# ---- design 1 ----
===== config.mk =====
export PLATFORM = sky130hd
export DESIGN_NAME = uart_arith_ctrl_flat
export DESIGN_NICKNAME = d
export VERILOG_FILES = /design/src/rtl/uart_arith_ctrl_if.sv /design/src/rtl/uart_arith_ctrl.sv /design/src/flat_wrapper.sv
export SDC_FILE = /design/constraint.sdc
export NUM_CORES = 1
export LEC_CHECK = 0
export CAP_MARGIN = 30
export CORE_MARGIN = 2
export CORE_UTILIZATION = 54
export CTS_CLUSTER_SIZE = 12
export DETAILED_ROUTE_END_ITERATION = 6
export PLACE_DENSITY_LB_ADDON = 0.12
export SYNTH_ARGS = -nofsm -noshare
export SYNTH_HDL_FRONTEND = slang
export SYNTH_SLANG_ARGS = --single-unit

===== constraint.sdc =====
create_clock -name iClk -period 2.6 [get_ports iClk]
set_clock_uncertainty 0.2 [all_clocks]
set_input_delay 0.52 -clock iClk [delete_from_list [all_inputs] [get_ports iClk]]
set_output_delay 0.52 -clock iClk [all_outputs]
set_load 0.01 [all_outputs]

===== src/rtl/uart_arith_ctrl_if.sv =====
// Handshake bundle between the UART/arith command sequencer and its neighbours.
// master: the sequencer; slave: uart_rx/uart_tx/arithmetic core side.
interface uart_arith_ctrl_if #(
    parameter int OPW = 32
);
    logic [7:0]       iRxByte;
    logic             iRxDone;
    logic             oTxStart;
    logic [7:0]       oTxByte;
    logic             iTxBusy;
    logic             iTxDone;
    logic             oOpStart;
    logic [1:0]       oOpCode;
    logic [OPW-1:0]   oOperandA;
    logic [OPW-1:0]   oOperandB;
    logic             iOpDone;
    logic [2*OPW-1:0] iResult;
    logic             iOpErr;
    logic             oBusy;
    logic             oOverrun;

    modport master (
        input  iRxByte, iRxDone, iTxBusy, iTxDone, iOpDone, iResult, iOpErr,
        output oTxStart, oTxByte, oOpStart, oOpCode, oOperandA, oOperandB,
               oBusy, oOverrun
    );

    modport slave (
        output iRxByte, iRxDone, iTxBusy, iTxDone, iOpDone, iResult, iOpErr,
        input  oTxStart, oTxByte, oOpStart, oOpCode, oOperandA, oOperandB,
               oBusy, oOverrun
    );
endinterface


===== src/rtl/uart_arith_ctrl.sv =====
// Command sequencer: collects opcode + two operands from uart_rx, runs one
// arithmetic operation, and returns status (+ result, MSB first) via uart_tx.
//
// state     | meaning
// IDLE      | waiting for an opcode byte
// RX_A      | shifting in operand A bytes
// RX_B      | shifting in operand B bytes, then validate opcode
// EXEC      | launch the arithmetic core
// WAIT      | waiting for the core to finish
// TX_LOAD   | start the current response byte once uart_tx is free
// TX_WAIT   | waiting for uart_tx to finish the byte
module uart_arith_ctrl #(
    parameter int OPW            = 32,
    parameter int TIMEOUT_CYCLES = 1000000
) (
    input  logic                  iClk,
    input  logic                  iRst,
    uart_arith_ctrl_if.master     bus
);

    localparam int NB_OP  = OPW / 8;
    localparam int NB_RES = 2 * OPW / 8;
    localparam int CW     = $clog2(NB_RES + 1);
    localparam int TW     = (TIMEOUT_CYCLES > 1) ? $clog2(TIMEOUT_CYCLES) : 1;

    localparam logic [CW-1:0] OP_LAST  = CW'(NB_OP - 1);
    localparam logic [CW-1:0] RES_LAST = CW'(NB_RES);
    localparam logic [TW-1:0] TMR_LAST = TW'(TIMEOUT_CYCLES - 1);

    localparam logic [7:0] ST_OK    = 8'h00;
    localparam logic [7:0] ST_OPERR = 8'hE1;
    localparam logic [7:0] ST_BADOP = 8'hEE;

    typedef enum logic [2:0] {
        S_IDLE,
        S_RX_A,
        S_RX_B,
        S_EXEC,
        S_WAIT,
        S_TX_LOAD,
        S_TX_WAIT
    } state_t;

    state_t           state_q,    state_d;
    logic [CW-1:0]    cnt_q,      cnt_d;
    logic [TW-1:0]    tmr_q,      tmr_d;
    logic [7:0]       opc_q,      opc_d;
    logic [OPW-1:0]   a_sh_q,     a_sh_d;
    logic [OPW-1:0]   b_sh_q,     b_sh_d;
    logic [OPW-1:0]   op_a_q,     op_a_d;
    logic [OPW-1:0]   op_b_q,     op_b_d;
    logic [1:0]       op_code_q,  op_code_d;
    logic [2*OPW-1:0] res_q,      res_d;
    logic [7:0]       status_q,   status_d;
    logic             tx_start_q, tx_start_d;
    logic [7:0]       tx_byte_q,  tx_byte_d;
    logic             op_start_q, op_start_d;
    logic             overrun_q,  overrun_d;

    always_ff @(posedge iClk) begin
        if (iRst) begin
            state_q    <= S_IDLE;
            cnt_q      <= '0;
            tmr_q      <= '0;
            opc_q      <= '0;
            a_sh_q     <= '0;
            b_sh_q     <= '0;
            op_a_q     <= '0;
            op_b_q     <= '0;
            op_code_q  <= '0;
            res_q      <= '0;
            status_q   <= '0;
            tx_start_q <= 1'b0;
            tx_byte_q  <= '0;
            op_start_q <= 1'b0;
            overrun_q  <= 1'b0;
        end else begin
            state_q    <= state_d;
            cnt_q      <= cnt_d;
            tmr_q      <= tmr_d;
            opc_q      <= opc_d;
            a_sh_q     <= a_sh_d;
            b_sh_q     <= b_sh_d;
            op_a_q     <= op_a_d;
            op_b_q     <= op_b_d;
            op_code_q  <= op_code_d;
            res_q      <= res_d;
            status_q   <= status_d;
            tx_start_q <= tx_start_d;
            tx_byte_q  <= tx_byte_d;
            op_start_q <= op_start_d;
            overrun_q  <= overrun_d;
        end
    end

    always_comb begin
        state_d    = state_q;
        cnt_d      = cnt_q;
        tmr_d      = tmr_q;
        opc_d      = opc_q;
        a_sh_d     = a_sh_q;
        b_sh_d     = b_sh_q;
        op_a_d     = op_a_q;
        op_b_d     = op_b_q;
        op_code_d  = op_code_q;
        res_d      = res_q;
        status_d   = status_q;
        tx_start_d = 1'b0;
        tx_byte_d  = tx_byte_q;
        op_start_d = 1'b0;
        overrun_d  = overrun_q;

        case (state_q)
            S_IDLE: begin
                if (bus.iRxDone) begin
                    opc_d   = bus.iRxByte;
                    cnt_d   = '0;
                    tmr_d   = '0;
                    state_d = S_RX_A;
                end
            end

            S_RX_A: begin
                if (bus.iRxDone) begin
                    a_sh_d = (a_sh_q << 8) | OPW'(bus.iRxByte);
                    tmr_d  = '0;
                    if (cnt_q == OP_LAST) begin
                        cnt_d   = '0;
                        state_d = S_RX_B;
                    end else begin
                        cnt_d = cnt_q + CW'(1);
                    end
                end else if (tmr_q == TMR_LAST) begin
                    tmr_d   = '0;
                    cnt_d   = '0;
                    state_d = S_IDLE;
                end else begin
                    tmr_d = tmr_q + TW'(1);
                end
            end

            S_RX_B: begin
                if (bus.iRxDone) begin
                    b_sh_d = (b_sh_q << 8) | OPW'(bus.iRxByte);
                    tmr_d  = '0;
                    if (cnt_q == OP_LAST) begin
                        cnt_d = '0;
                        // Only opcodes 0x00..0x03 reach the core.
                        if (opc_q[7:2] == 6'd0) begin
                            state_d = S_EXEC;
                        end else begin
                            status_d = ST_BADOP;
                            state_d  = S_TX_LOAD;
                        end
                    end else begin
                        cnt_d = cnt_q + CW'(1);
                    end
                end else if (tmr_q == TMR_LAST) begin
                    tmr_d   = '0;
                    cnt_d   = '0;
                    state_d = S_IDLE;
                end else begin
                    tmr_d = tmr_q + TW'(1);
                end
            end

            S_EXEC: begin
                op_start_d = 1'b1;
                op_a_d     = a_sh_q;
                op_b_d     = b_sh_q;
                op_code_d  = opc_q[1:0];
                state_d    = S_WAIT;
            end

            S_WAIT: begin
                if (bus.iOpDone) begin
                    res_d    = bus.iResult;
                    status_d = bus.iOpErr ? ST_OPERR : ST_OK;
                    cnt_d    = '0;
                    state_d  = S_TX_LOAD;
                end
            end

            S_TX_LOAD: begin
                if (!bus.iTxBusy) begin
                    tx_start_d = 1'b1;
                    state_d    = S_TX_WAIT;
                    if (cnt_q == '0) begin
                        tx_byte_d = status_q;
                    end else begin
                        tx_byte_d = res_q[2*OPW-1 -: 8];
                        res_d     = res_q << 8;
                    end
                end
            end

            S_TX_WAIT: begin
                if (bus.iTxDone) begin
                    if ((status_q == ST_OK) && (cnt_q != RES_LAST)) begin
                        cnt_d   = cnt_q + CW'(1);
                        state_d = S_TX_LOAD;
                    end else begin
                        cnt_d   = '0;
                        state_d = S_IDLE;
                    end
                end
            end

            default: state_d = S_IDLE;
        endcase

        // Bytes arriving while an operation or response is in flight are lost.
        if (bus.iRxDone && (state_q inside {S_EXEC, S_WAIT, S_TX_LOAD, S_TX_WAIT})) begin
            overrun_d = 1'b1;
        end
    end

    assign bus.oTxStart  = tx_start_q;
    assign bus.oTxByte   = tx_byte_q;
    assign bus.oOpStart  = op_start_q;
    assign bus.oOpCode   = op_code_q;
    assign bus.oOperandA = op_a_q;
    assign bus.oOperandB = op_b_q;
    assign bus.oBusy     = (state_q != S_IDLE);
    assign bus.oOverrun  = overrun_q;

endmodule


===== src/flat_wrapper.sv =====
// flat-port wrapper written by rule: the top's interface ports become plain ports
module uart_arith_ctrl_flat 
#(
    parameter int OPW            = 32,
    parameter int TIMEOUT_CYCLES = 1000000
)
  (iClk, iRst, bus_iRxByte, bus_iRxDone, bus_iTxBusy, bus_iTxDone, bus_iOpDone, bus_iResult, bus_iOpErr, bus_oTxStart, bus_oTxByte, bus_oOpStart, bus_oOpCode, bus_oOperandA, bus_oOperandB, bus_oBusy, bus_oOverrun);
  uart_arith_ctrl_if #(.OPW(OPW)) bus_i ();
  input  logic iClk;
  input  logic iRst;
  input wire logic [$bits(bus_i.iRxByte)-1:0] bus_iRxByte;
  input wire logic [$bits(bus_i.iRxDone)-1:0] bus_iRxDone;
  input wire logic [$bits(bus_i.iTxBusy)-1:0] bus_iTxBusy;
  input wire logic [$bits(bus_i.iTxDone)-1:0] bus_iTxDone;
  input wire logic [$bits(bus_i.iOpDone)-1:0] bus_iOpDone;
  input wire logic [$bits(bus_i.iResult)-1:0] bus_iResult;
  input wire logic [$bits(bus_i.iOpErr)-1:0] bus_iOpErr;
  output wire logic [$bits(bus_i.oTxStart)-1:0] bus_oTxStart;
  output wire logic [$bits(bus_i.oTxByte)-1:0] bus_oTxByte;
  output wire logic [$bits(bus_i.oOpStart)-1:0] bus_oOpStart;
  output wire logic [$bits(bus_i.oOpCode)-1:0] bus_oOpCode;
  output wire logic [$bits(bus_i.oOperandA)-1:0] bus_oOperandA;
  output wire logic [$bits(bus_i.oOperandB)-1:0] bus_oOperandB;
  output wire logic [$bits(bus_i.oBusy)-1:0] bus_oBusy;
  output wire logic [$bits(bus_i.oOverrun)-1:0] bus_oOverrun;
  assign bus_i.iRxByte = bus_iRxByte;
  assign bus_i.iRxDone = bus_iRxDone;
  assign bus_i.iTxBusy = bus_iTxBusy;
  assign bus_i.iTxDone = bus_iTxDone;
  assign bus_i.iOpDone = bus_iOpDone;
  assign bus_i.iResult = bus_iResult;
  assign bus_i.iOpErr = bus_iOpErr;
  assign bus_oTxStart = bus_i.oTxStart;
  assign bus_oTxByte = bus_i.oTxByte;
  assign bus_oOpStart = bus_i.oOpStart;
  assign bus_oOpCode = bus_i.oOpCode;
  assign bus_oOperandA = bus_i.oOperandA;
  assign bus_oOperandB = bus_i.oOperandB;
  assign bus_oBusy = bus_i.oBusy;
  assign bus_oOverrun = bus_i.oOverrun;
  uart_arith_ctrl #(.OPW(OPW), .TIMEOUT_CYCLES(TIMEOUT_CYCLES)) u_core (.iClk(iClk), .iRst(iRst), .bus(bus_i));
endmodule

design_1/met1.png
Scale bar: 50 um. Supply wires on this layer in gray.
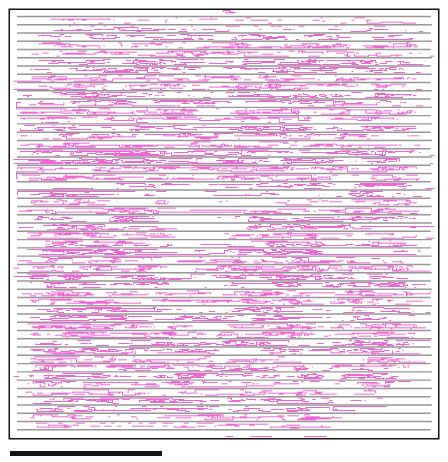
nets with wire on the layer: 1299
share of all routed wire: 48%

==> summary.txt <==
fresh numbers from the pnr run: status finished, final reports clean, Syn Area/Cell a little over 8 um^2, internal power of the cells 6.34 mW, Final ANT Viol Nets 0, Initial Util 0.546, max-slew violations 0, Comb gates ~880, drt first pass iters 5, initial antenna violation count 0, Hold Crit Start u_core.opc_q[0], first-pass GRT wire length roughly 40 mm, Complex Gates by Area 0.187, number of enable flip-flop cells 0, Worst-Margin Slew 0.798 ns, ys flops roughly 240, met1 Usage GRT 0.334, Sink Count 243, Die Span X between 100 and 150 um, pwr dens between 600 and 700 nW/um^2, non-filler cells, final roughly 1600, comb area leader simple AND/OR/NAND/NOR gates, worst endpoint required time between 1.5 and 2 ns, H-tree depth 1, Vias per Instance 5.45, Die H between 100 and 150 um, IO buf count 156, Max VDD drop 0.000488 V, area share, top type 0.481, max_slew headroom 0.465, Levels on crit path 2, Synth Seq Share 0.481, worst setup path startpoint u_core.state_q[0], post-CTS setup buffer count 0, Area Growth Syn to Fin 24.6%, Power Clock between 3 and 4 mW, Leading cell kind flip-flops and latches, number of signal-net buffers in the layout between 150 and 200, critical path startpoint category flop, Reg2Reg Depth 7, Final min period 2.39 ns, Crit path max-delay family flip-flops, FF+latch area about 4900 um^2, Leakage a little over 4 nW, CLK BUF 38, GR Util met3 0.0319, Tot Pwr roughly 8.5 mW
design_1/met3.png
Scale bar: 50 um. Cells faint in the background.
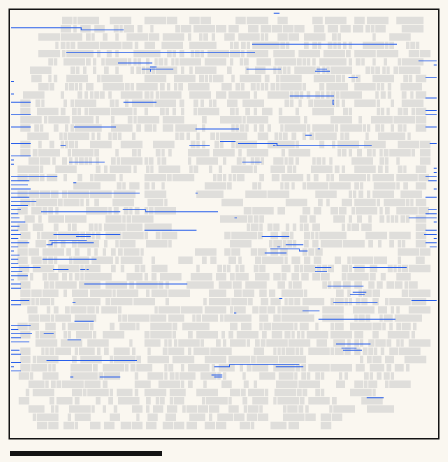
longest straight run: 61.9 um
wire length on this layer: 1070 um
main direction: horizontal
share of all routed wire: 4.5%
nets with wire on the layer: 120

sequential cells by signal (all words and copies together), names as in the netlist:
signal and cells:
u_core.bus.oOperandB 32, u_core.tmr_q 20, u_core.state_q 3, u_core.bus.oTxByte 8
u_core.cnt_q 4, u_core.bus.oOpStart 1, u_core.bus.oTxStart 1, u_core.status_q 3
u_core.bus.oOpCode 2, u_core.b_sh_q 32, u_core.res_q 64, u_core.bus.oOperandA 32
u_core.opc_q 8, u_core.bus.oOverrun 1, u_core.a_sh_q 32
timing repair:
item,CTS,global route
endpoints found under the hold margin,0,0
endpoints found under the setup margin,1,0
gates resized,2,0

# ---- design 2 ----
design_2/gate_families.png
Scale bar: 50 um.
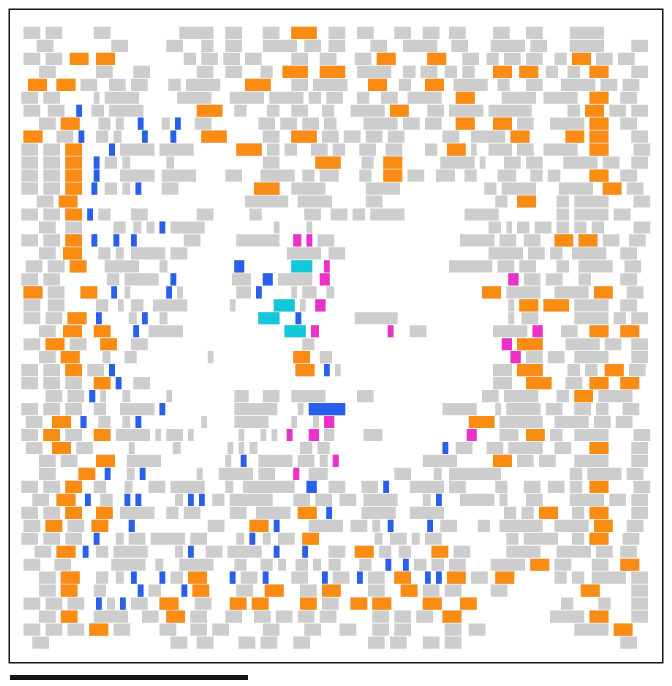
design_2/met3.png
Scale bar: 50 um. Cells faint in the background.
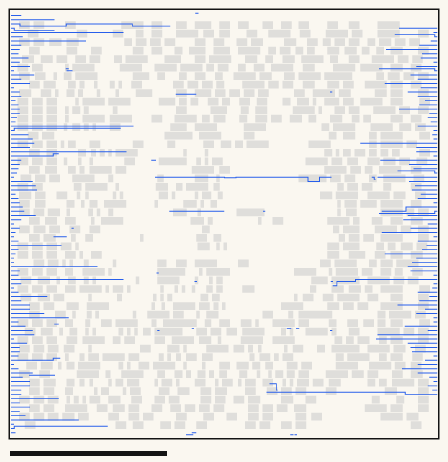
design_2/final_congestion.png
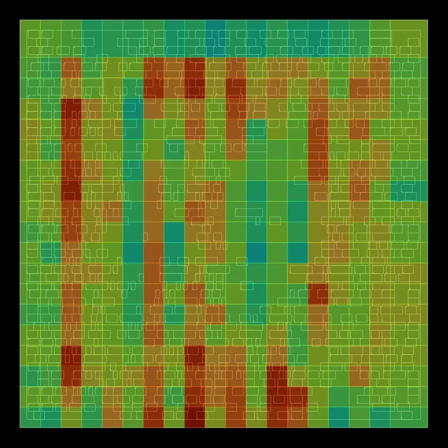
==> src/rtl/mdu_sched.sv <==
// Multiply/divide sequencer: captures one MDU op, launches the shared unit, holds the pipe until the result is consumed.
// Optional MDU_PAIR_REUSE_EN: reuse the last divider result for a matching div/mod pair.
module mdu_sched #(
    parameter int W   = 32,
    parameter int OPW = 4
) (
    input  logic           clk,
    input  logic           reset,
    input  logic           req_valid,
    input  logic [OPW-1:0] req_op,
    input  logic           req_sign,
    input  logic [W-1:0]   req_src1,
    input  logic [W-1:0]   req_src2,
    input  logic           kill,
    input  logic           hold,
    output logic           req_ready,
    output logic           res_valid,
    output logic [W-1:0]   res_data,
    output logic           busy,
    output logic           mul_start,
    output logic           mul_flush,
    input  logic           mul_done,
    input  logic [W-1:0]   mul_hi,
    input  logic [W-1:0]   mul_lo,
    output logic           div_start,
    output logic           div_flush,
    input  logic           div_done,
    input  logic [W-1:0]   div_q,
    input  logic [W-1:0]   div_r,
    output logic           op_sign,
    output logic [W-1:0]   op_a,
    output logic [W-1:0]   op_b
);

    typedef enum logic [1:0] {IDLE, MWAIT, DWAIT, DONE} state_t;

    state_t         state, state_nx;
    logic [OPW-1:0] op_q, op_sel;
    logic           sign_q;
    logic [W-1:0]   a_q, b_q, res_q, res_nx, reuse_res;
    logic           accept, sel_mul, reuse_hit, res_load;

    // lowest set bit of a multi-hot op wins
    assign op_sel  = req_op & (~req_op + OPW'(1));
    assign sel_mul = op_sel[0] | op_sel[2];
    assign accept  = (state == IDLE) && req_valid && (req_op != '0) && !kill && !reset;

    // units sample operands on the start pulse, so forward them in the launch cycle
    assign op_sign  = accept ? req_sign : sign_q;
    assign op_a     = accept ? req_src1 : a_q;
    assign op_b     = accept ? req_src2 : b_q;
    assign res_data = res_q;

`ifdef MDU_PAIR_REUSE_EN
    logic         reuse_vld, rs_sign;
    logic [W-1:0] rs_a, rs_b, rs_q, rs_r;

    assign reuse_hit = reuse_vld && !sel_mul && (req_sign == rs_sign) &&
                       (req_src1 == rs_a) && (req_src2 == rs_b);
    assign reuse_res = op_sel[1] ? rs_r : rs_q;

    always_ff @(posedge clk) begin
        if (reset || kill) begin
            reuse_vld <= 1'b0;
            rs_sign   <= 1'b0;
            rs_a      <= '0;
            rs_b      <= '0;
            rs_q      <= '0;
            rs_r      <= '0;
        end else if (accept && sel_mul) begin
            reuse_vld <= 1'b0;
        end else if (state == DWAIT && div_done) begin
            reuse_vld <= 1'b1;
            rs_sign   <= sign_q;
            rs_a      <= a_q;
            rs_b      <= b_q;
            rs_q      <= div_q;
            rs_r      <= div_r;
        end
    end
`else
    assign reuse_hit = 1'b0;
    assign reuse_res = '0;
`endif

    always_comb begin
        state_nx  = state;
        req_ready = 1'b0;
        res_valid = 1'b0;
        busy      = (state != IDLE);
        mul_start = 1'b0;
        div_start = 1'b0;
        mul_flush = kill;
        div_flush = kill;
        res_load  = 1'b0;
        res_nx    = res_q;
        case (state)
            IDLE: begin
                req_ready = !accept;
                if (accept) begin
                    if (sel_mul) begin
                        mul_start = 1'b1;
                        state_nx  = MWAIT;
                    end else if (reuse_hit) begin
                        res_load = 1'b1;
                        res_nx   = reuse_res;
                        state_nx = DONE;
                    end else begin
                        div_start = 1'b1;
                        state_nx  = DWAIT;
                    end
                end
            end
            MWAIT: if (mul_done) begin
                res_load = 1'b1;
                res_nx   = op_q[2] ? mul_hi : mul_lo;
                state_nx = DONE;
            end
            DWAIT: if (div_done) begin
                res_load = 1'b1;
                res_nx   = op_q[1] ? div_r : div_q;
                state_nx = DONE;
            end
            DONE: begin
                res_valid = 1'b1;
                req_ready = !hold;
                if (!hold) state_nx = IDLE;
            end
            default: state_nx = IDLE;
        endcase
        if (kill) begin
            state_nx = IDLE;
            res_load = 1'b0;
        end
    end

    always_ff @(posedge clk) begin
        if (reset) begin
            state  <= IDLE;
            op_q   <= '0;
            sign_q <= 1'b0;
            a_q    <= '0;
            b_q    <= '0;
            res_q  <= '0;
        end else begin
            state <= state_nx;
            if (accept) begin
                op_q   <= op_sel;
                sign_q <= req_sign;
                a_q    <= req_src1;
                b_q    <= req_src2;
            end
            if (res_load) res_q <= res_nx;
        end
    end

endmodule

==> config.mk <==
export PLATFORM = sky130hd
export DESIGN_NAME = mdu_sched
export DESIGN_NICKNAME = d
export VERILOG_FILES = /design/src/rtl/mdu_sched.sv
export SDC_FILE = /design/constraint.sdc
export NUM_CORES = 1
export LEC_CHECK = 0
export CAP_MARGIN = 5
export CELL_PAD_IN_SITES_DETAIL_PLACEMENT = 1
export CELL_PAD_IN_SITES_GLOBAL_PLACEMENT = 1
export CORE_MARGIN = 2
export CORE_UTILIZATION = 29
export DETAILED_ROUTE_END_ITERATION = 7
export GPL_TIMING_DRIVEN = 0
export PLACE_DENSITY = 0.82
export SYNTH_ARGS = -nofsm -noshare
export SYNTH_HDL_FRONTEND = slang
export SYNTH_SLANG_ARGS = --single-unit
==> constraint.sdc <==
create_clock -name clk -period 4.4 [get_ports clk]
set_clock_uncertainty 0.05 [all_clocks]
set_input_delay 0.88 -clock clk [delete_from_list [all_inputs] [get_ports clk]]
set_output_delay 0.88 -clock clk [all_outputs]
set_load 0.03 [all_outputs]
==> summary.txt <==
fresh numbers from the pnr run: gr usage total 0.201, Hold Crit Start res_data[17], Die Span X approximately 140 um, Max VDD drop ~0.00015 V, register-to-register setup slack ~2.2 ns, Yosys Chip Area around 5000 um^2, Sink Count slightly above 100, HP Class flop to flop, met1 Usage GRT 0.199, cell mode on critical path clkdlybuf4s50_1, final setup TNS 0 ns, ys async rst share 0, post-synthesis instance total 503, FMAX 235 MHz, status finished, final reports clean, Worst R2R Start state[0], largest cells by area after synthesis dfxtp_1, mux2_2, and2b_1, number of enable flip-flop cells 0, Syn Area/Cell approximately 10 um^2, maximum buffer depth of the clock tree 2, Initial Util 0.296, CTS tree yes, Complex Gates by Area 0.0918, Top pwr grp sequential cells, pwr dens 264 nW/um^2, Switching Fraction 0.243, RSZ-0062 raised after global routing no, Tot Pwr 2.32 mW, H-tree depth 3, fillers ~1900, critical path startpoint category input pin
Notes on design_2/gate_families.png above:
[orange] multiplexers | cells: 131 | most used: mux2_2 | where: spread over the die
[cyan] adder and majority cells | cells: 4 | most used: ha_1 | where: middle
[blue] NAND gates | cells: 71 | most used: nand2_1
[magenta] NOR gates | cells: 17 | most used: nor2b_1 | where: middle

Notes on design_2/met3.png above:
wire length on this layer: 1540 um
share of all routed wire: 8.2%
main direction: horizontal
longest straight run: 44.2 um
GR Util met3: 0.0567
via count: 4903
WL final: 18.9 mm

Notes on design_2/final_congestion.png above:
busiest grt layer: met2
Layout Utilization: 0.510

## critical path: cells and delay by family
family,cells,cell delay [ns]
multiplexers,1,0.36
buffers and inverters,3,1.29
AND/OR/NAND/NOR,2,0.79
## layout make-up
class                           instances  share of cell area
Timing Repair Buffer                  307               0.350
Multi-Input combinational cell        358               0.325
Sequential cell                       101               0.230
Tap cell                              225              0.0320
Clock buffer                           11              0.0276
Buffer                                 41              0.0248
Clock inverter                          5             0.00926
Inverter                                3             0.00128
## worst paths after layout
kind,to,depth (start not counted)
worst max-delay path,op_a[9],6
worst min-delay path,res_data[17],2
worst max register to register,res_data[26],7
worst min register to register,res_data[17],2

# ---- design 3 ----
design_3/met1.png
Scale bar: 50 um. Supply wires on this layer in gray.
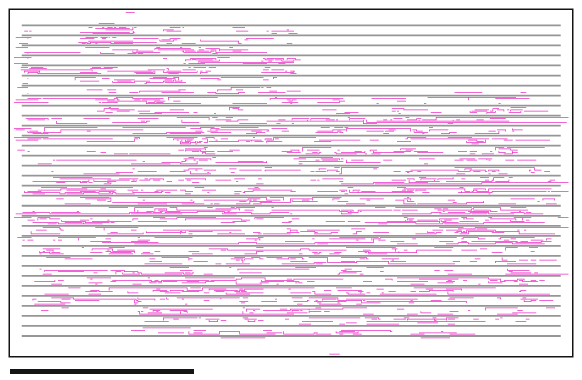
design_3/zoom.png
Scale bar: 10 um. Window x 94 to 134, y 3 to 43 um. Cells in gray, sequential cells in the stronger gray; small squares are vias.
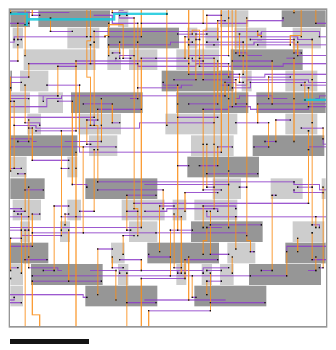
--- src/rtl/pwm_ram_scheduler.sv ---
// Shares the single-port ebr8x16 RAM between the SPI slave and a PWM on-time fetcher.
// Fetched words are collected in a shadow copy, then published to the PWM compare all at once.
module pwm_ram_scheduler #(
    parameter int         NUM_CH    = 3,
    parameter logic [7:0] BASE_ADDR = 8'h00,
    parameter int         MAX_WAIT  = 4
) (
    input  logic                 clock_in,
    input  logic                 reset_in,
    input  logic                 frame_tick,
    input  logic                 spi_req,
    input  logic                 spi_we,
    input  logic [7:0]           spi_addr,
    input  logic [15:0]          spi_wdata,
    output logic                 spi_gnt,
    output logic                 spi_rvalid,
    output logic [15:0]          spi_rdata,
    output logic                 ram_clk_en,
    output logic                 ram_wr_en,
    output logic [7:0]           ram_addr,
    output logic [15:0]          ram_wr_data,
    input  logic [15:0]          ram_rd_data,
    output logic [NUM_CH*16-1:0] pwm_on_times,
    output logic                 refresh_busy,
    output logic                 refresh_done,
    output logic                 overrun
);

    localparam int WAIT_W = $clog2(MAX_WAIT + 1);
    localparam logic [3:0]        LAST_IDX = 4'(NUM_CH - 1);
    localparam logic [WAIT_W-1:0] WAIT_LIM = WAIT_W'(MAX_WAIT);

    typedef enum logic [1:0] {IDLE, FETCH, DRAIN} state_t;

    state_t               state_q, state_d;
    logic [3:0]           idx_q, idx_d;
    logic [3:0]           idx_tag_q, idx_tag_d;
    logic [WAIT_W-1:0]    wait_cnt_q, wait_cnt_d;
    logic [NUM_CH*16-1:0] shadow_q, shadow_d;
    logic [NUM_CH*16-1:0] pwm_q, pwm_d;
    logic                 spi_rvalid_q, spi_rvalid_d;
    logic                 fetch_tag_q, fetch_tag_d;
    logic                 done_q, done_d;

    logic       fetch_want;
    logic       fetch_forced;
    logic       fetch_gnt;
    logic [7:0] fetch_addr;

    // SPI has priority unless the fetcher has already been starved MAX_WAIT cycles in a row.
    always_comb begin
        fetch_want   = (state_q == FETCH);
        fetch_forced = fetch_want && (wait_cnt_q == WAIT_LIM);
        spi_gnt      = spi_req && !fetch_forced && !reset_in;
        fetch_gnt    = fetch_want && !spi_gnt && !reset_in;
        fetch_addr   = BASE_ADDR + 8'(idx_q);

        ram_clk_en  = spi_gnt || fetch_gnt;
        ram_wr_en   = spi_gnt && spi_we;
        ram_addr    = spi_gnt ? spi_addr : (fetch_gnt ? fetch_addr : 8'h00);
        ram_wr_data = (spi_gnt && spi_we) ? spi_wdata : 16'h0000;

        spi_rvalid   = spi_rvalid_q;
        spi_rdata    = spi_rvalid_q ? ram_rd_data : 16'h0000;
        pwm_on_times = pwm_q;
        refresh_busy = (state_q != IDLE);
        refresh_done = done_q;
        overrun      = frame_tick && (state_q != IDLE);
    end

    always_comb begin
        state_d    = state_q;
        idx_d      = idx_q;
        wait_cnt_d = wait_cnt_q;
        case (state_q)
            IDLE: begin
                wait_cnt_d = '0;
                if (frame_tick) begin
                    state_d = FETCH;
                    idx_d   = 4'd0;
                end
            end
            FETCH: begin
                if (fetch_gnt) begin
                    wait_cnt_d = '0;
                    idx_d      = idx_q + 4'd1;
                    if (idx_q == LAST_IDX) state_d = DRAIN;
                end else if (spi_gnt) begin
                    wait_cnt_d = wait_cnt_q + 1'b1;
                end
            end
            DRAIN:   state_d = IDLE;
            default: state_d = IDLE;
        endcase
    end

    // Returned read data goes to whoever issued the read one cycle earlier.
    always_comb begin
        spi_rvalid_d = spi_gnt && !spi_we;
        fetch_tag_d  = fetch_gnt;
        idx_tag_d    = idx_q;
        shadow_d     = shadow_q;
        pwm_d        = pwm_q;
        done_d       = 1'b0;
        if (fetch_tag_q) begin
            shadow_d[{idx_tag_q, 4'b0000} +: 16] = ram_rd_data;
            if (idx_tag_q == LAST_IDX) begin
                pwm_d  = shadow_d;
                done_d = 1'b1;
            end
        end
    end

    always_ff @(posedge clock_in or posedge reset_in) begin
        if (reset_in) begin
            state_q      <= IDLE;
            idx_q        <= 4'd0;
            idx_tag_q    <= 4'd0;
            wait_cnt_q   <= '0;
            shadow_q     <= '0;
            pwm_q        <= '0;
            spi_rvalid_q <= 1'b0;
            fetch_tag_q  <= 1'b0;
            done_q       <= 1'b0;
        end else begin
            state_q      <= state_d;
            idx_q        <= idx_d;
            idx_tag_q    <= idx_tag_d;
            wait_cnt_q   <= wait_cnt_d;
            shadow_q     <= shadow_d;
            pwm_q        <= pwm_d;
            spi_rvalid_q <= spi_rvalid_d;
            fetch_tag_q  <= fetch_tag_d;
            done_q       <= done_d;
        end
    end

endmodule
--- config.mk ---
export PLATFORM = sky130hd
export DESIGN_NAME = pwm_ram_scheduler
export DESIGN_NICKNAME = d
export VERILOG_FILES = /design/src/rtl/pwm_ram_scheduler.sv
export SDC_FILE = /design/constraint.sdc
export NUM_CORES = 1
export LEC_CHECK = 0
export CELL_PAD_IN_SITES_DETAIL_PLACEMENT = 1
export CELL_PAD_IN_SITES_GLOBAL_PLACEMENT = 2
export CORE_ASPECT_RATIO = 0.6
export CORE_MARGIN = 3
export CORE_UTILIZATION = 40
export DETAILED_ROUTE_END_ITERATION = 7
export DONT_BUFFER_PORTS = 1
export PLACE_DENSITY = 0.83
export SLEW_MARGIN = 10
export SYNTH_ARGS = -nofsm -noshare
export SYNTH_HDL_FRONTEND = slang
export SYNTH_SLANG_ARGS = --single-unit
export TNS_END_PERCENT = 20
--- constraint.sdc ---
create_clock -name clock_in -period 8.9 [get_ports clock_in]
set_input_delay 1.78 -clock clock_in [delete_from_list [all_inputs] [get_ports clock_in]]
set_output_delay 1.78 -clock clock_in [all_outputs]
set_load 0.005 [all_outputs]
==> summary.txt <==
fresh numbers from the pnr run: status finished, final reports clean, final hold violations 0, FP Rows 31, combinational power share 0.297, Comb. pwr approximately 570 uW, Die H 93.9 um, FF+latch area between 2000 and 3000 um^2, worst setup path startpoint spi_req, Worst Hold Path Cells 2, hold bufs inserted after CTS 0, hold slack 0.481 ns, first-pass GRT wire length between 20 and 25 mm, Initial Util 0.418, max-slew violations 0, highest routed layer met4, OpenROAD warning count 29, largest cells by area after synthesis dfrtp_1, mux2i_1, mux2_2, CP max stage cell o21a_1, Syn Area/Cell between 10 and 15 um^2, critical path startpoint category input pin, Comb area share 0.394, Ports around 140, NonClk Buf Share 0.00669, CLK BUF 11, Seq group ~930 uW, H-tree depth 3, Levels on crit path 3, Final ANT Viol Nets 0, Synth Seq Share 0.544, post-CTS setup buffer count 0, Post-CTS Resized 0, Distinct lib cells used 40, Reg2Reg Depth 5, Commonest Layout Cell dfrtp_1, switching pwr between 600 and 700 uW, Critical Path Sink Type output port, CP Cell Sequence nor2b_1, o21a_1, and3_1, antenna cells 0, Yosys Chip Area ~5200 um^2, Root Driver clkbuf_16, number of enable flip-flop cells 0, FMAX between 200 and 250 MHz, Basic Gates by Area 0.163, Complex Gates by Area 0.0840
About design_3/met1.png:
main direction: horizontal
wire length on this layer: 5890 um
share of all routed wire: 47%

About design_3/zoom.png:
[purple] met1
[orange] met2
[cyan] met3
sequential cells in the window: 20
cells with their middle in the window: 63
most frequent: dfrtp_1 (20), mux2i_1 (9)
netlist names of flops here include: `shadow_q` (12), `pwm_on_times` (8)

state kept, by name, indices dropped and copies added (netlist names):
name          flops
shadow_q         48
refresh_done      1
idx_tag_q         4
fetch_tag_q       1
idx_q             4
pwm_on_times     48
state_q           2
spi_rvalid        1
wait_cnt_q        3
Yosys cell counts (4+ instances only):
master,instances
and3_1,16
ha_1,6
a31oi_1,13
mux2_2,25
nor2_1,52
dfrtp_1,112
nand3_1,4
nor2b_1,6
a21oi_1,36
clkbuf_1,19
nand2_1,47
or2_2,13
o21ai_0,19
mux2_4,10
and2_1,21
mux2i_1,36
inv_1,11

# ---- design 4 ----
design_4/zoom.png
Scale bar: 10 um. Window x 49 to 89, y 3 to 43 um. Cells in gray, sequential cells in the stronger gray; small squares are vias.
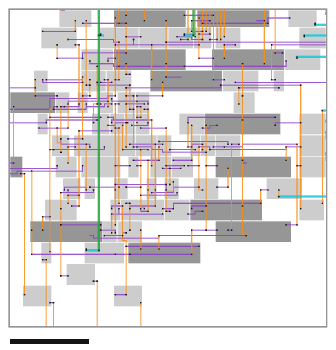
design_4/final_congestion.png
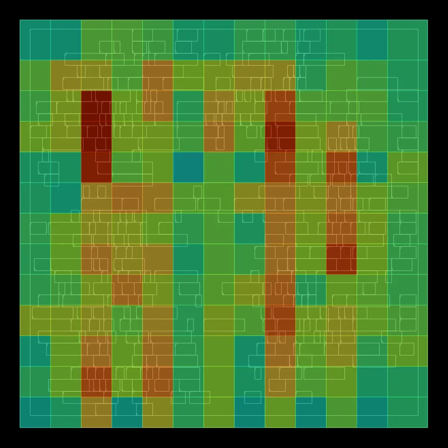
design_4/met3.png
Scale bar: 20 um. Cells faint in the background.
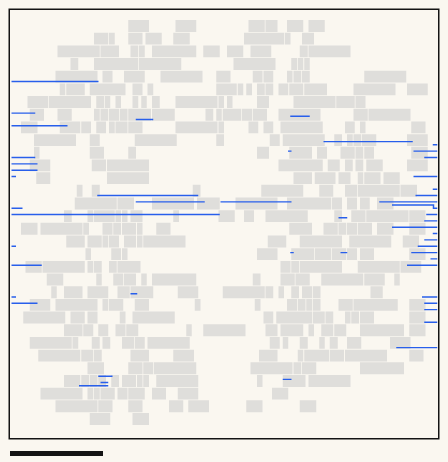
<file path="src/rtl/parking_gate_ctrl_if.sv">
// Gate-sensor side and Parking side of the gate controller, bundled as one bus.
// Requests are levels held until the car leaves the sensor; every pulse output is exactly one cycle wide.
interface parking_gate_ctrl_if #(
   parameter int CNT_W = 10
);
   logic             entry_req;
   logic             entry_is_uni;
   logic             exit_req;
   logic             exit_is_uni;
   logic             ja_nist;
   logic             faulty_exit;
   logic             car_entered;
   logic             is_uni_car_entered;
   logic             car_exited;
   logic             is_uni_car_exited;
   logic             entry_gate_open;
   logic             exit_gate_open;
   logic             entry_denied;
   logic             exit_denied;
   logic [CNT_W-1:0] entry_ok_cnt;
   logic [CNT_W-1:0] entry_deny_cnt;
   logic [CNT_W-1:0] exit_ok_cnt;
   logic [CNT_W-1:0] exit_deny_cnt;
   // Debug view of both FSMs, 0 = IDLE.
   logic [2:0]       entry_state;
   logic [2:0]       exit_state;

   modport slave (
      input  entry_req, entry_is_uni, exit_req, exit_is_uni, ja_nist, faulty_exit,
      output car_entered, is_uni_car_entered, car_exited, is_uni_car_exited,
             entry_gate_open, exit_gate_open, entry_denied, exit_denied,
             entry_ok_cnt, entry_deny_cnt, exit_ok_cnt, exit_deny_cnt,
             entry_state, exit_state
   );

   modport master (
      output entry_req, entry_is_uni, exit_req, exit_is_uni, ja_nist, faulty_exit,
      input  car_entered, is_uni_car_entered, car_exited, is_uni_car_exited,
             entry_gate_open, exit_gate_open, entry_denied, exit_denied,
             entry_ok_cnt, entry_deny_cnt, exit_ok_cnt, exit_deny_cnt,
             entry_state, exit_state
   );
endinterface

</file>
<file path="src/rtl/parking_gate_ctrl.sv">
// Parking gate controller: one Moore FSM per gate turns a level request into a
// single pulse to Parking, then opens the barrier or denies the car from Parking's reply.
module parking_gate_fsm #(
   parameter int OPEN_CYCLES = 4,
   parameter int CNT_W       = 10
) (
   input  logic             clock,
   input  logic             reset,
   input  logic             i_req,
   input  logic             i_uni,
   input  logic             i_go,
   input  logic             i_resp,
   output logic             o_pulse,
   output logic             o_uni,
   output logic             o_open,
   output logic             o_denied,
   output logic [CNT_W-1:0] o_ok_cnt,
   output logic [CNT_W-1:0] o_deny_cnt,
   output logic [2:0]       o_state
);
   localparam int OW = (OPEN_CYCLES > 1) ? $clog2(OPEN_CYCLES) : 1;
   localparam logic [OW-1:0] OPEN_LOAD = OW'(OPEN_CYCLES - 1);

   typedef enum logic [2:0] {
      S_IDLE    = 3'd0,
      S_ISSUE   = 3'd1,
      S_CHECK   = 3'd2,
      S_OPEN    = 3'd3,
      S_DENY    = 3'd4,
      S_RELEASE = 3'd5
   } state_t;

   state_t           r_state;
   logic             r_pulse;
   logic             r_uni;
   logic             r_open;
   logic             r_denied;
   logic [OW-1:0]    r_open_cnt;
   logic [CNT_W-1:0] r_ok_cnt;
   logic [CNT_W-1:0] r_deny_cnt;

   always_ff @(posedge clock or posedge reset) begin
      if (reset) begin
         r_state    <= S_IDLE;
         r_pulse    <= 1'b0;
         r_uni      <= 1'b0;
         r_open     <= 1'b0;
         r_denied   <= 1'b0;
         r_open_cnt <= '0;
         r_ok_cnt   <= '0;
         r_deny_cnt <= '0;
      end else begin
         r_pulse  <= 1'b0;
         r_uni    <= 1'b0;
         r_denied <= 1'b0;
         case (r_state)
            S_IDLE: begin
               if (i_req && i_go) begin
                  r_state <= S_ISSUE;
                  r_pulse <= 1'b1;
                  r_uni   <= i_uni;
               end
            end
            S_ISSUE: r_state <= S_CHECK;
            // Parking's reply reflects the pulse by the end of CHECK.
            S_CHECK: begin
               if (i_resp) begin
                  r_state  <= S_DENY;
                  r_denied <= 1'b1;
                  if (r_deny_cnt != '1) r_deny_cnt <= r_deny_cnt + 1'b1;
               end else begin
                  r_state    <= S_OPEN;
                  r_open     <= 1'b1;
                  r_open_cnt <= OPEN_LOAD;
                  if (r_ok_cnt != '1) r_ok_cnt <= r_ok_cnt + 1'b1;
               end
            end
            S_OPEN: begin
               if (r_open_cnt == '0) begin
                  r_state <= S_RELEASE;
                  r_open  <= 1'b0;
               end else begin
                  r_open_cnt <= r_open_cnt - 1'b1;
               end
            end
            S_DENY: r_state <= S_RELEASE;
            S_RELEASE: begin
               if (!i_req) r_state <= S_IDLE;
            end
            default: r_state <= S_IDLE;
         endcase
      end
   end

   assign o_pulse    = r_pulse;
   assign o_uni      = r_uni;
   assign o_open     = r_open;
   assign o_denied   = r_denied;
   assign o_ok_cnt   = r_ok_cnt;
   assign o_deny_cnt = r_deny_cnt;
   assign o_state    = r_state;
endmodule

module parking_gate_ctrl #(
   parameter int OPEN_CYCLES = 4,
   parameter int CNT_W       = 10
) (
   input  logic                 clock,
   input  logic                 reset,
   parking_gate_ctrl_if.slave   bus
);
   localparam logic [2:0] ST_IDLE = 3'd0;

   logic w_x_start;
   logic w_e_go;

   // Exit wins a same-edge tie so a leaving car frees its space first.
   assign w_x_start = (bus.exit_state == ST_IDLE) && bus.exit_req;
   assign w_e_go    = !w_x_start;

   parking_gate_fsm #(.OPEN_CYCLES(OPEN_CYCLES), .CNT_W(CNT_W)) u_entry (
      .clock      (clock),
      .reset      (reset),
      .i_req      (bus.entry_req),
      .i_uni      (bus.entry_is_uni),
      .i_go       (w_e_go),
      .i_resp     (bus.ja_nist),
      .o_pulse    (bus.car_entered),
      .o_uni      (bus.is_uni_car_entered),
      .o_open     (bus.entry_gate_open),
      .o_denied   (bus.entry_denied),
      .o_ok_cnt   (bus.entry_ok_cnt),
      .o_deny_cnt (bus.entry_deny_cnt),
      .o_state    (bus.entry_state)
   );

   parking_gate_fsm #(.OPEN_CYCLES(OPEN_CYCLES), .CNT_W(CNT_W)) u_exit (
      .clock      (clock),
      .reset      (reset),
      .i_req      (bus.exit_req),
      .i_uni      (bus.exit_is_uni),
      .i_go       (1'b1),
      .i_resp     (bus.faulty_exit),
      .o_pulse    (bus.car_exited),
      .o_uni      (bus.is_uni_car_exited),
      .o_open     (bus.exit_gate_open),
      .o_denied   (bus.exit_denied),
      .o_ok_cnt   (bus.exit_ok_cnt),
      .o_deny_cnt (bus.exit_deny_cnt),
      .o_state    (bus.exit_state)
   );
endmodule

</file>
<file path="src/flat_wrapper.sv">
// flat-port wrapper written by rule: the top's interface ports become plain ports
module parking_gate_ctrl_flat 
#(
   parameter int OPEN_CYCLES = 4,
   parameter int CNT_W       = 10
)
  (clock, reset, bus_entry_req, bus_entry_is_uni, bus_exit_req, bus_exit_is_uni, bus_ja_nist, bus_faulty_exit, bus_car_entered, bus_is_uni_car_entered, bus_car_exited, bus_is_uni_car_exited, bus_entry_gate_open, bus_exit_gate_open, bus_entry_denied, bus_exit_denied, bus_entry_ok_cnt, bus_entry_deny_cnt, bus_exit_ok_cnt, bus_exit_deny_cnt, bus_entry_state, bus_exit_state);
  parking_gate_ctrl_if #(.CNT_W(CNT_W)) bus_i ();
  input  logic clock;
  input  logic reset;
  input wire logic [$bits(bus_i.entry_req)-1:0] bus_entry_req;
  input wire logic [$bits(bus_i.entry_is_uni)-1:0] bus_entry_is_uni;
  input wire logic [$bits(bus_i.exit_req)-1:0] bus_exit_req;
  input wire logic [$bits(bus_i.exit_is_uni)-1:0] bus_exit_is_uni;
  input wire logic [$bits(bus_i.ja_nist)-1:0] bus_ja_nist;
  input wire logic [$bits(bus_i.faulty_exit)-1:0] bus_faulty_exit;
  output wire logic [$bits(bus_i.car_entered)-1:0] bus_car_entered;
  output wire logic [$bits(bus_i.is_uni_car_entered)-1:0] bus_is_uni_car_entered;
  output wire logic [$bits(bus_i.car_exited)-1:0] bus_car_exited;
  output wire logic [$bits(bus_i.is_uni_car_exited)-1:0] bus_is_uni_car_exited;
  output wire logic [$bits(bus_i.entry_gate_open)-1:0] bus_entry_gate_open;
  output wire logic [$bits(bus_i.exit_gate_open)-1:0] bus_exit_gate_open;
  output wire logic [$bits(bus_i.entry_denied)-1:0] bus_entry_denied;
  output wire logic [$bits(bus_i.exit_denied)-1:0] bus_exit_denied;
  output wire logic [$bits(bus_i.entry_ok_cnt)-1:0] bus_entry_ok_cnt;
  output wire logic [$bits(bus_i.entry_deny_cnt)-1:0] bus_entry_deny_cnt;
  output wire logic [$bits(bus_i.exit_ok_cnt)-1:0] bus_exit_ok_cnt;
  output wire logic [$bits(bus_i.exit_deny_cnt)-1:0] bus_exit_deny_cnt;
  output wire logic [$bits(bus_i.entry_state)-1:0] bus_entry_state;
  output wire logic [$bits(bus_i.exit_state)-1:0] bus_exit_state;
  assign bus_i.entry_req = bus_entry_req;
  assign bus_i.entry_is_uni = bus_entry_is_uni;
  assign bus_i.exit_req = bus_exit_req;
  assign bus_i.exit_is_uni = bus_exit_is_uni;
  assign bus_i.ja_nist = bus_ja_nist;
  assign bus_i.faulty_exit = bus_faulty_exit;
  assign bus_car_entered = bus_i.car_entered;
  assign bus_is_uni_car_entered = bus_i.is_uni_car_entered;
  assign bus_car_exited = bus_i.car_exited;
  assign bus_is_uni_car_exited = bus_i.is_uni_car_exited;
  assign bus_entry_gate_open = bus_i.entry_gate_open;
  assign bus_exit_gate_open = bus_i.exit_gate_open;
  assign bus_entry_denied = bus_i.entry_denied;
  assign bus_exit_denied = bus_i.exit_denied;
  assign bus_entry_ok_cnt = bus_i.entry_ok_cnt;
  assign bus_entry_deny_cnt = bus_i.entry_deny_cnt;
  assign bus_exit_ok_cnt = bus_i.exit_ok_cnt;
  assign bus_exit_deny_cnt = bus_i.exit_deny_cnt;
  assign bus_entry_state = bus_i.entry_state;
  assign bus_exit_state = bus_i.exit_state;
  parking_gate_ctrl #(.OPEN_CYCLES(OPEN_CYCLES), .CNT_W(CNT_W)) u_core (.clock(clock), .reset(reset), .bus(bus_i));
endmodule
</file>
<file path="config.mk">
export PLATFORM = sky130hd
export DESIGN_NAME = parking_gate_ctrl_flat
export DESIGN_NICKNAME = d
export VERILOG_FILES = /design/src/rtl/parking_gate_ctrl_if.sv /design/src/rtl/parking_gate_ctrl.sv /design/src/flat_wrapper.sv
export SDC_FILE = /design/constraint.sdc
export NUM_CORES = 1
export LEC_CHECK = 0
export CORE_MARGIN = 2
export CORE_UTILIZATION = 37
export CTS_CLUSTER_SIZE = 24
export DETAILED_ROUTE_END_ITERATION = 6
export PLACE_DENSITY = 0.72
export RECOVER_POWER = 50
export SYNTH_ARGS = -nofsm -noshare
export SYNTH_HDL_FRONTEND = slang
export SYNTH_SLANG_ARGS = --single-unit
</file>
<file path="constraint.sdc">
create_clock -name clock -period 1.9 [get_ports clock]
set_input_delay 0.285 -clock clock [delete_from_list [all_inputs] [get_ports clock]]
set_output_delay 0.285 -clock clock [all_outputs]
set_load 0.05 [all_outputs]
</file>
==> summary.txt <==
fresh numbers from the pnr run: status finished, final reports clean, Reg2Reg Depth 4, switching pwr ~2.7 mW, Leading cell kind flip-flops and latches, post-CTS setup buffer count 0, Placement Cell Area ~3700 um^2, adder share 0.0263, post-synthesis instance total about 260, antenna cells 0, Vias per Instance 4.89, Max VDD drop a little over 0.0007 V, Clock Skew 0.00394 ns, most common cell in the netlist dfrtp_1, Final ANT Viol Nets 0, comb area leader simple AND/OR/NAND/NOR gates, highest routed layer met4, Comb gates roughly 190, Layout Utilization 0.501, Distinct lib cells used between 40 and 50, Syn Area/Cell around 11 um^2, Sequential Power Share 0.355, first-pass GRT wire length ~10 mm, Die ar. around 8400 um^2, Crit path largest cell delay 0.83 ns, max-cap violations 0, Basic Gates by Area 0.230, GRT Residual Overflow 0, final setup TNS 0 ns, CP Capture Point bus_entry_deny_cnt[9], Die H around 92 um, CTS tree yes, final hold violations 0, Min-Delay Endpoint u_core.u_exit.o_deny_cnt[6], Sink Count between 50 and 60, Critical Path Sink Type output port, CP max stage cell clkdlybuf4s50_1, pwr dens 1500 nW/um^2, Setup Viol. Count Final 0, Top cells excl fill/tap dfrtp_1, clkdlybuf4s50_1, nor2_1, ys cells 263, Complex Gates by Area 0.0754, worst endpoint required time approximately 1.6 ns, largest net degree at the start of global routing between 50 and 60, critical path startpoint category flop, OpenROAD warning count 26, Seq group between 2 and 2.5 mW, IO buf count a little over 60, non-filler cells, final 451, dpl ws -0.0756 ns, CP Cell Sequence clkdlybuf4s50_1, Power Clock 1.01 mW, combinational power share 0.469, crit path DAT roughly 1.6 ns, Clock transition at path regs 0.06 ns, hpwl dp around 4.3 mm, Leakage 1.87 nW, Comb. pwr ~2.7 mW, Seq area share 0.384, core area about 7600 um^2, Root Driver clkbuf_8, vias in the first global route roughly 2100, RSZ-0062 raised after global routing no, Netlist Area Pre-Place between 2000 and 3000 um^2, Crit path max-delay family buffers and inverters, busiest grt layer met2, synth warn 0, clk latency of the worst-skew pair between 0.3 and 0.4 ns, Tot Pwr 5.73 mW
Notes on design_4/zoom.png above:
[purple] met1
[orange] met2
[cyan] met3
[green] met4
most frequent: dfrtp_1 (9), clkdlybuf4s50_1 (8)
cells with their middle in the window: 75
netlist names of flops here include: `u_core.u_exit.o_deny_cnt` (9), `u_core.u_entry.o_ok_cnt` (3)
sequential cells in the window: 12

Notes on design_4/final_congestion.png above:
met2 Use GR: 0.232
GR Util met3: 0.0386
mean routed wirelength per cell: 13.2 um
met1 Usage GRT: 0.200

Notes on design_4/met3.png above:
nets with wire on the layer: 41
main direction: horizontal

what timing repair did:
action | in CTS | in global routing
gates resized | 5 | 16
hold buffers | 0 | 0
endpoints found under the setup margin | 5 | 16
sequential cells by signal, indices dropped and copies added, names as in the netlist, 2 cells and up:
register / count
u_core.u_entry.o_state: 3
u_core.u_exit.o_state: 3
u_core.u_exit.r_open_cnt: 2
u_core.u_entry.o_ok_cnt: 10
u_core.u_entry.o_deny_cnt: 10
u_core.u_exit.o_ok_cnt: 10
u_core.u_exit.o_deny_cnt: 10
u_core.u_entry.r_open_cnt: 2

# ---- design 5 ----
`src/rtl/pc_sequencer.sv`:
```
// Fetch-stage PC sequencer: holds the PC, picks JR/J/branch redirects by priority,
// and buffers one redirect across a stall so it lands on stall release.
module pc_sequencer #(
  parameter logic [31:0] RESET_VECTOR = 32'h0000_0000
) (
  input  logic        Clk,
  input  logic        Rst,
  input  logic        Stall,
  input  logic        BranchTaken,
  input  logic [31:0] BranchBase,
  input  logic [31:0] BranchOffsetSL2,
  input  logic        Jump,
  input  logic [25:0] JumpIndex,
  input  logic        JumpReg,
  input  logic [31:0] JumpRegTarget,
  output logic [31:0] PC,
  output logic [31:0] PCPlus4,
  output logic        FetchValid,
  output logic        Flush,
  output logic        MisalignErr
);

  localparam logic [1:0] BOOT      = 2'd0;
  localparam logic [1:0] RUN       = 2'd1;
  localparam logic [1:0] HOLD      = 2'd2;
  localparam logic [1:0] HOLD_PEND = 2'd3;

  logic [1:0]  state;
  logic [31:0] pc;
  logic [31:0] pend_tgt;
  logic        pend_vld;
  logic        flush;
  logic        misalign;
  logic        redirect;
  logic [31:0] branch_tgt;
  logic [31:0] tgt;

  assign PCPlus4    = pc + 32'd4;
  assign branch_tgt = BranchBase + BranchOffsetSL2;
  assign redirect   = JumpReg | Jump | BranchTaken;

  // Low two bits are forced to zero so the PC can never go unaligned.
  always_comb begin
    tgt = 32'h0;
    if (JumpReg)          tgt = JumpRegTarget & 32'hFFFF_FFFC;
    else if (Jump)        tgt = {PCPlus4[31:28], JumpIndex, 2'b00};
    else if (BranchTaken) tgt = branch_tgt & 32'hFFFF_FFFC;
  end

  always_ff @(posedge Clk) begin
    if (Rst) begin
      state    <= BOOT;
      pc       <= RESET_VECTOR;
      pend_tgt <= 32'h0;
      pend_vld <= 1'b0;
      flush    <= 1'b0;
      misalign <= 1'b0;
    end else begin
      flush    <= 1'b0;
      misalign <= (state != BOOT) && JumpReg && (JumpRegTarget[1:0] != 2'b00);
      case (state)
        BOOT: begin
          state    <= RUN;
          pend_vld <= 1'b0;
        end
        default: begin
          if (!Stall) begin
            // A fresh redirect beats anything buffered during the stall.
            state    <= RUN;
            pend_vld <= 1'b0;
            if (redirect) begin
              pc    <= tgt;
              flush <= 1'b1;
            end else if (state == HOLD_PEND && pend_vld) begin
              pc    <= pend_tgt;
              flush <= 1'b1;
            end else begin
              pc <= PCPlus4;
            end
          end else if (redirect) begin
            pend_tgt <= tgt;
            pend_vld <= 1'b1;
            state    <= HOLD_PEND;
          end else if (state == RUN) begin
            state <= HOLD;
          end
        end
      endcase
    end
  end

  assign PC          = pc;
  assign Flush       = flush;
  assign MisalignErr = misalign;
  assign FetchValid  = (state != BOOT) && !Stall;

endmodule

```
`config.mk`:
```
export PLATFORM = sky130hd
export DESIGN_NAME = pc_sequencer
export DESIGN_NICKNAME = d
export VERILOG_FILES = /design/src/rtl/pc_sequencer.sv
export SDC_FILE = /design/constraint.sdc
export NUM_CORES = 1
export LEC_CHECK = 0
export CAP_MARGIN = 20
export CELL_PAD_IN_SITES_DETAIL_PLACEMENT = 0
export CELL_PAD_IN_SITES_GLOBAL_PLACEMENT = 2
export CORE_ASPECT_RATIO = 0.8
export CORE_MARGIN = 1.5
export CORE_UTILIZATION = 24
export CTS_CLUSTER_SIZE = 12
export DETAILED_ROUTE_END_ITERATION = 16
export PLACE_DENSITY = 0.81
export RECOVER_POWER = 100
export SYNTH_ARGS = -nofsm -noshare
export SYNTH_HDL_FRONTEND = slang
export SYNTH_SLANG_ARGS = --single-unit
export TNS_END_PERCENT = 20
```
`constraint.sdc`:
```
create_clock -name Clk -period 3.1 [get_ports Clk]
set_input_delay 0.465 -clock Clk [delete_from_list [all_inputs] [get_ports Clk]]
set_output_delay 0.465 -clock Clk [all_outputs]
set_load 0.05 [all_outputs]
```
design_5/gate_families.png
Scale bar: 50 um.
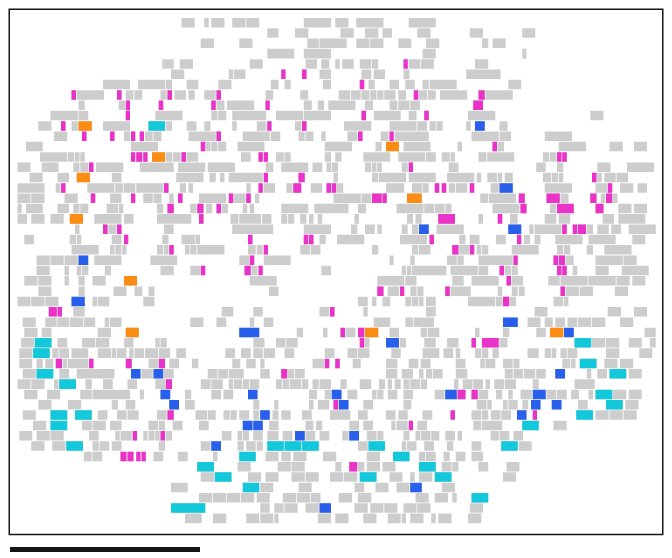
[magenta] NOR gates | cells: 134 | most used: nor2_1
[orange] multiplexers | cells: 10 | most used: mux2i_1
[blue] AND-OR and OR-AND gates | cells: 31 | most used: a21o_1
[cyan] adder and majority cells | cells: 31 | most used: ha_1 | where: a horizontal strip, bottom

design_5/final_congestion.png
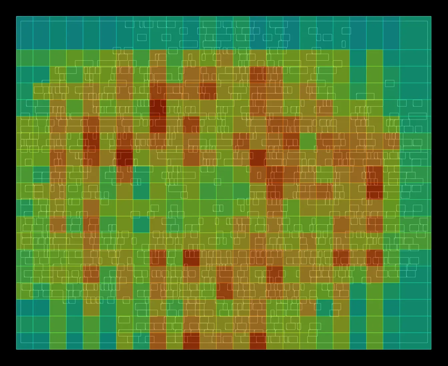
busiest grt layer: met2
gr usage total: 0.204

design_5/zoom.png
Scale bar: 10 um. Window x 109 to 149, y 14 to 54 um. Cells in gray, sequential cells in the stronger gray; small squares are vias.
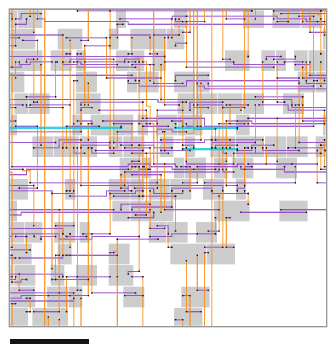
[orange] met2
[purple] met1
[cyan] met3
cells with their middle in the window: 102
sequential cells in the window: 0
most frequent: buf_4 (24), o21ai_0 (7), nand2_1 (7)

per-layer routing:
layer | GRT usage | up-vias | share of wire
met5 | 0 | - | 0
met1 | 0.282 | 3154 | 0.48
met4 | 0.0297 | 0 | 0.0050
met2 | 0.330 | 208 | 0.45
li1 | - | 3367 | -
met3 | 0.0420 | 8 | 0.065
registers in the layout, indices dropped and copies added, names as in the netlist:
name,count
Flush,1
MisalignErr,1
PC,30
pend_tgt,30
state,2
pend_vld,1
==> summary.txt <==
fresh numbers from the pnr run: status finished, final reports clean, internal power of the cells 2.21 mW, Initial Util 0.244, Top cells excl fill/tap buf_4, clkdlybuf4s50_1, nor2_1, Signal inverters 19, CTS tree yes, share of layout cells above drive strength 1 0.183, worst endpoint required time around 3.3 ns, Final min period about 3.0 ns, clk latency of the worst-skew pair between 0.3 and 0.4 ns, Netlist Area Pre-Place 5470 um^2, Synth Seq Share 0.238, Top pwr grp combinational logic, XOR Share, Synth 0.0817, Comb gates about 630, hold slack 0.451 ns, fillers ~2300, Reg2Reg Depth 11, largest net degree at the start of global routing 39, adder share 0.0710, Placement Cell Area between 8000 and 9000 um^2, Commonest Layout Cell buf_4, CLK BUF 13, multi-input logic area between 4000 and 5000 um^2, comb area leader AND-OR/OR-AND gates, post-route cell area roughly 9100 um^2, clock network power share 0.294, Worst-Margin Slew 1.25 ns, Synth area leader dfxtp_1, Basic Gates by Area 0.242, final setup margin between 0.1 and 0.15 ns, Final period util 0.966, Leading cell kind combinational gates, FMAX 334 MHz, FF+latch area about 1300 um^2, Ports a little under 200, Switching Fraction 0.358, Tot Pwr 3.44 mW, hpwl dp 18.9 mm, Vias per Instance approximately 5.0, cell mode on critical path buf_4, switching pwr between 1 and 1.5 mW, OpenROAD warning count 28, Power Clock 1.01 mW, final setup TNS 0 ns, worst setup path startpoint BranchBase[14], Root Driver clkbuf_16, Max VDD drop roughly 0.0002 V, maximum buffer depth of the clock tree 2, FP Rows ~49


==> screenshots <==
Logic cells by family.
Plate I
Scale bar: 50 um.
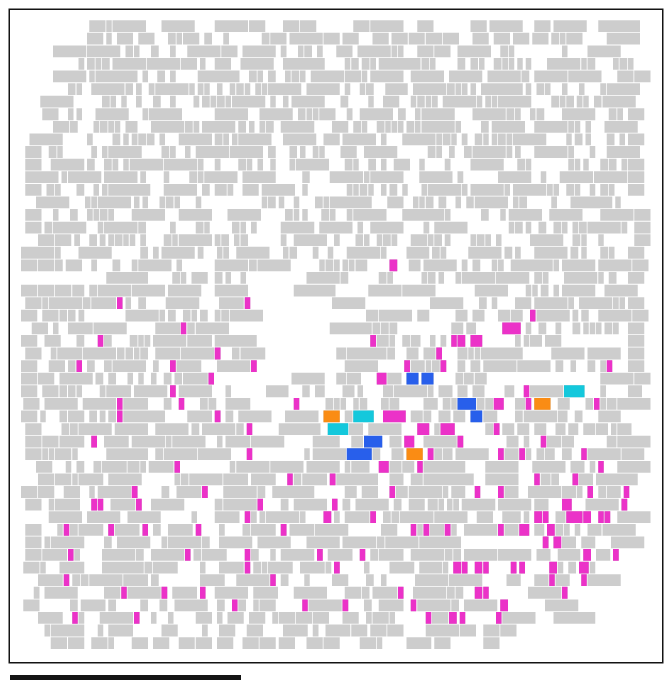
Plate II
Scale bar: 50 um.
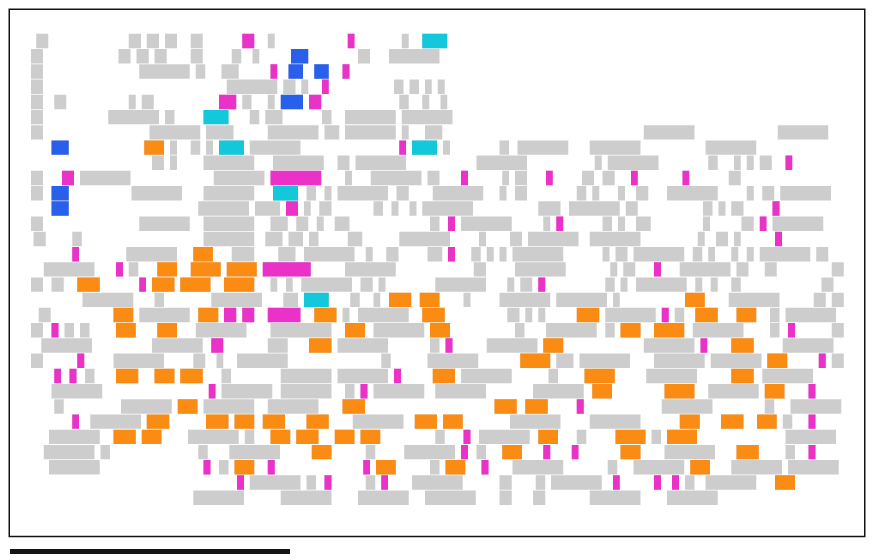
Plate III
Scale bar: 20 um.
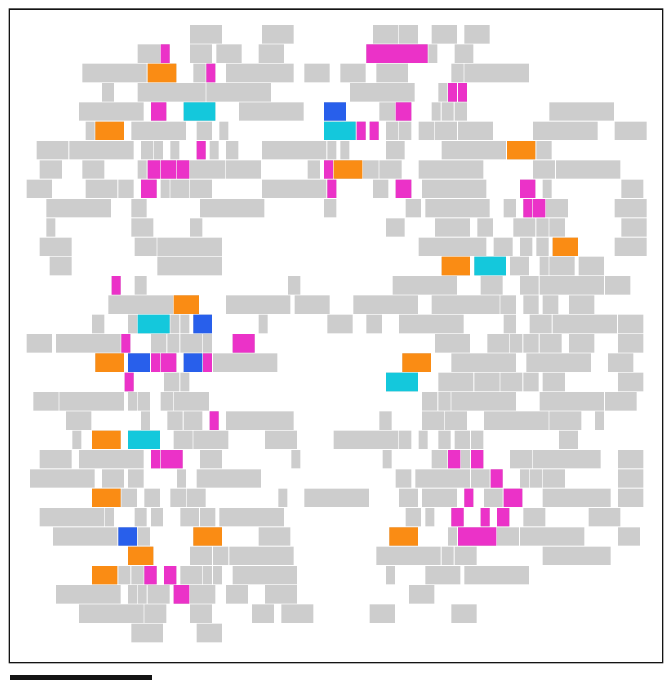
design 3: Plate II
design 4: Plate III
design 1: Plate I
Of these, largest die: Plate I
Of these, most cells: Plate I

Key to Plate I:
[cyan] adder and majority cells | cells: 3 | most used: ha_1
[orange] multiplexers | cells: 3 | most used: mux2i_1
[magenta] NOR gates | cells: 128 | most used: nor2_1
[blue] AND-OR and OR-AND gates | cells: 6 | most used: o21a_1

Power figures rest on the tool's default switching activity, not on a simulated workload.
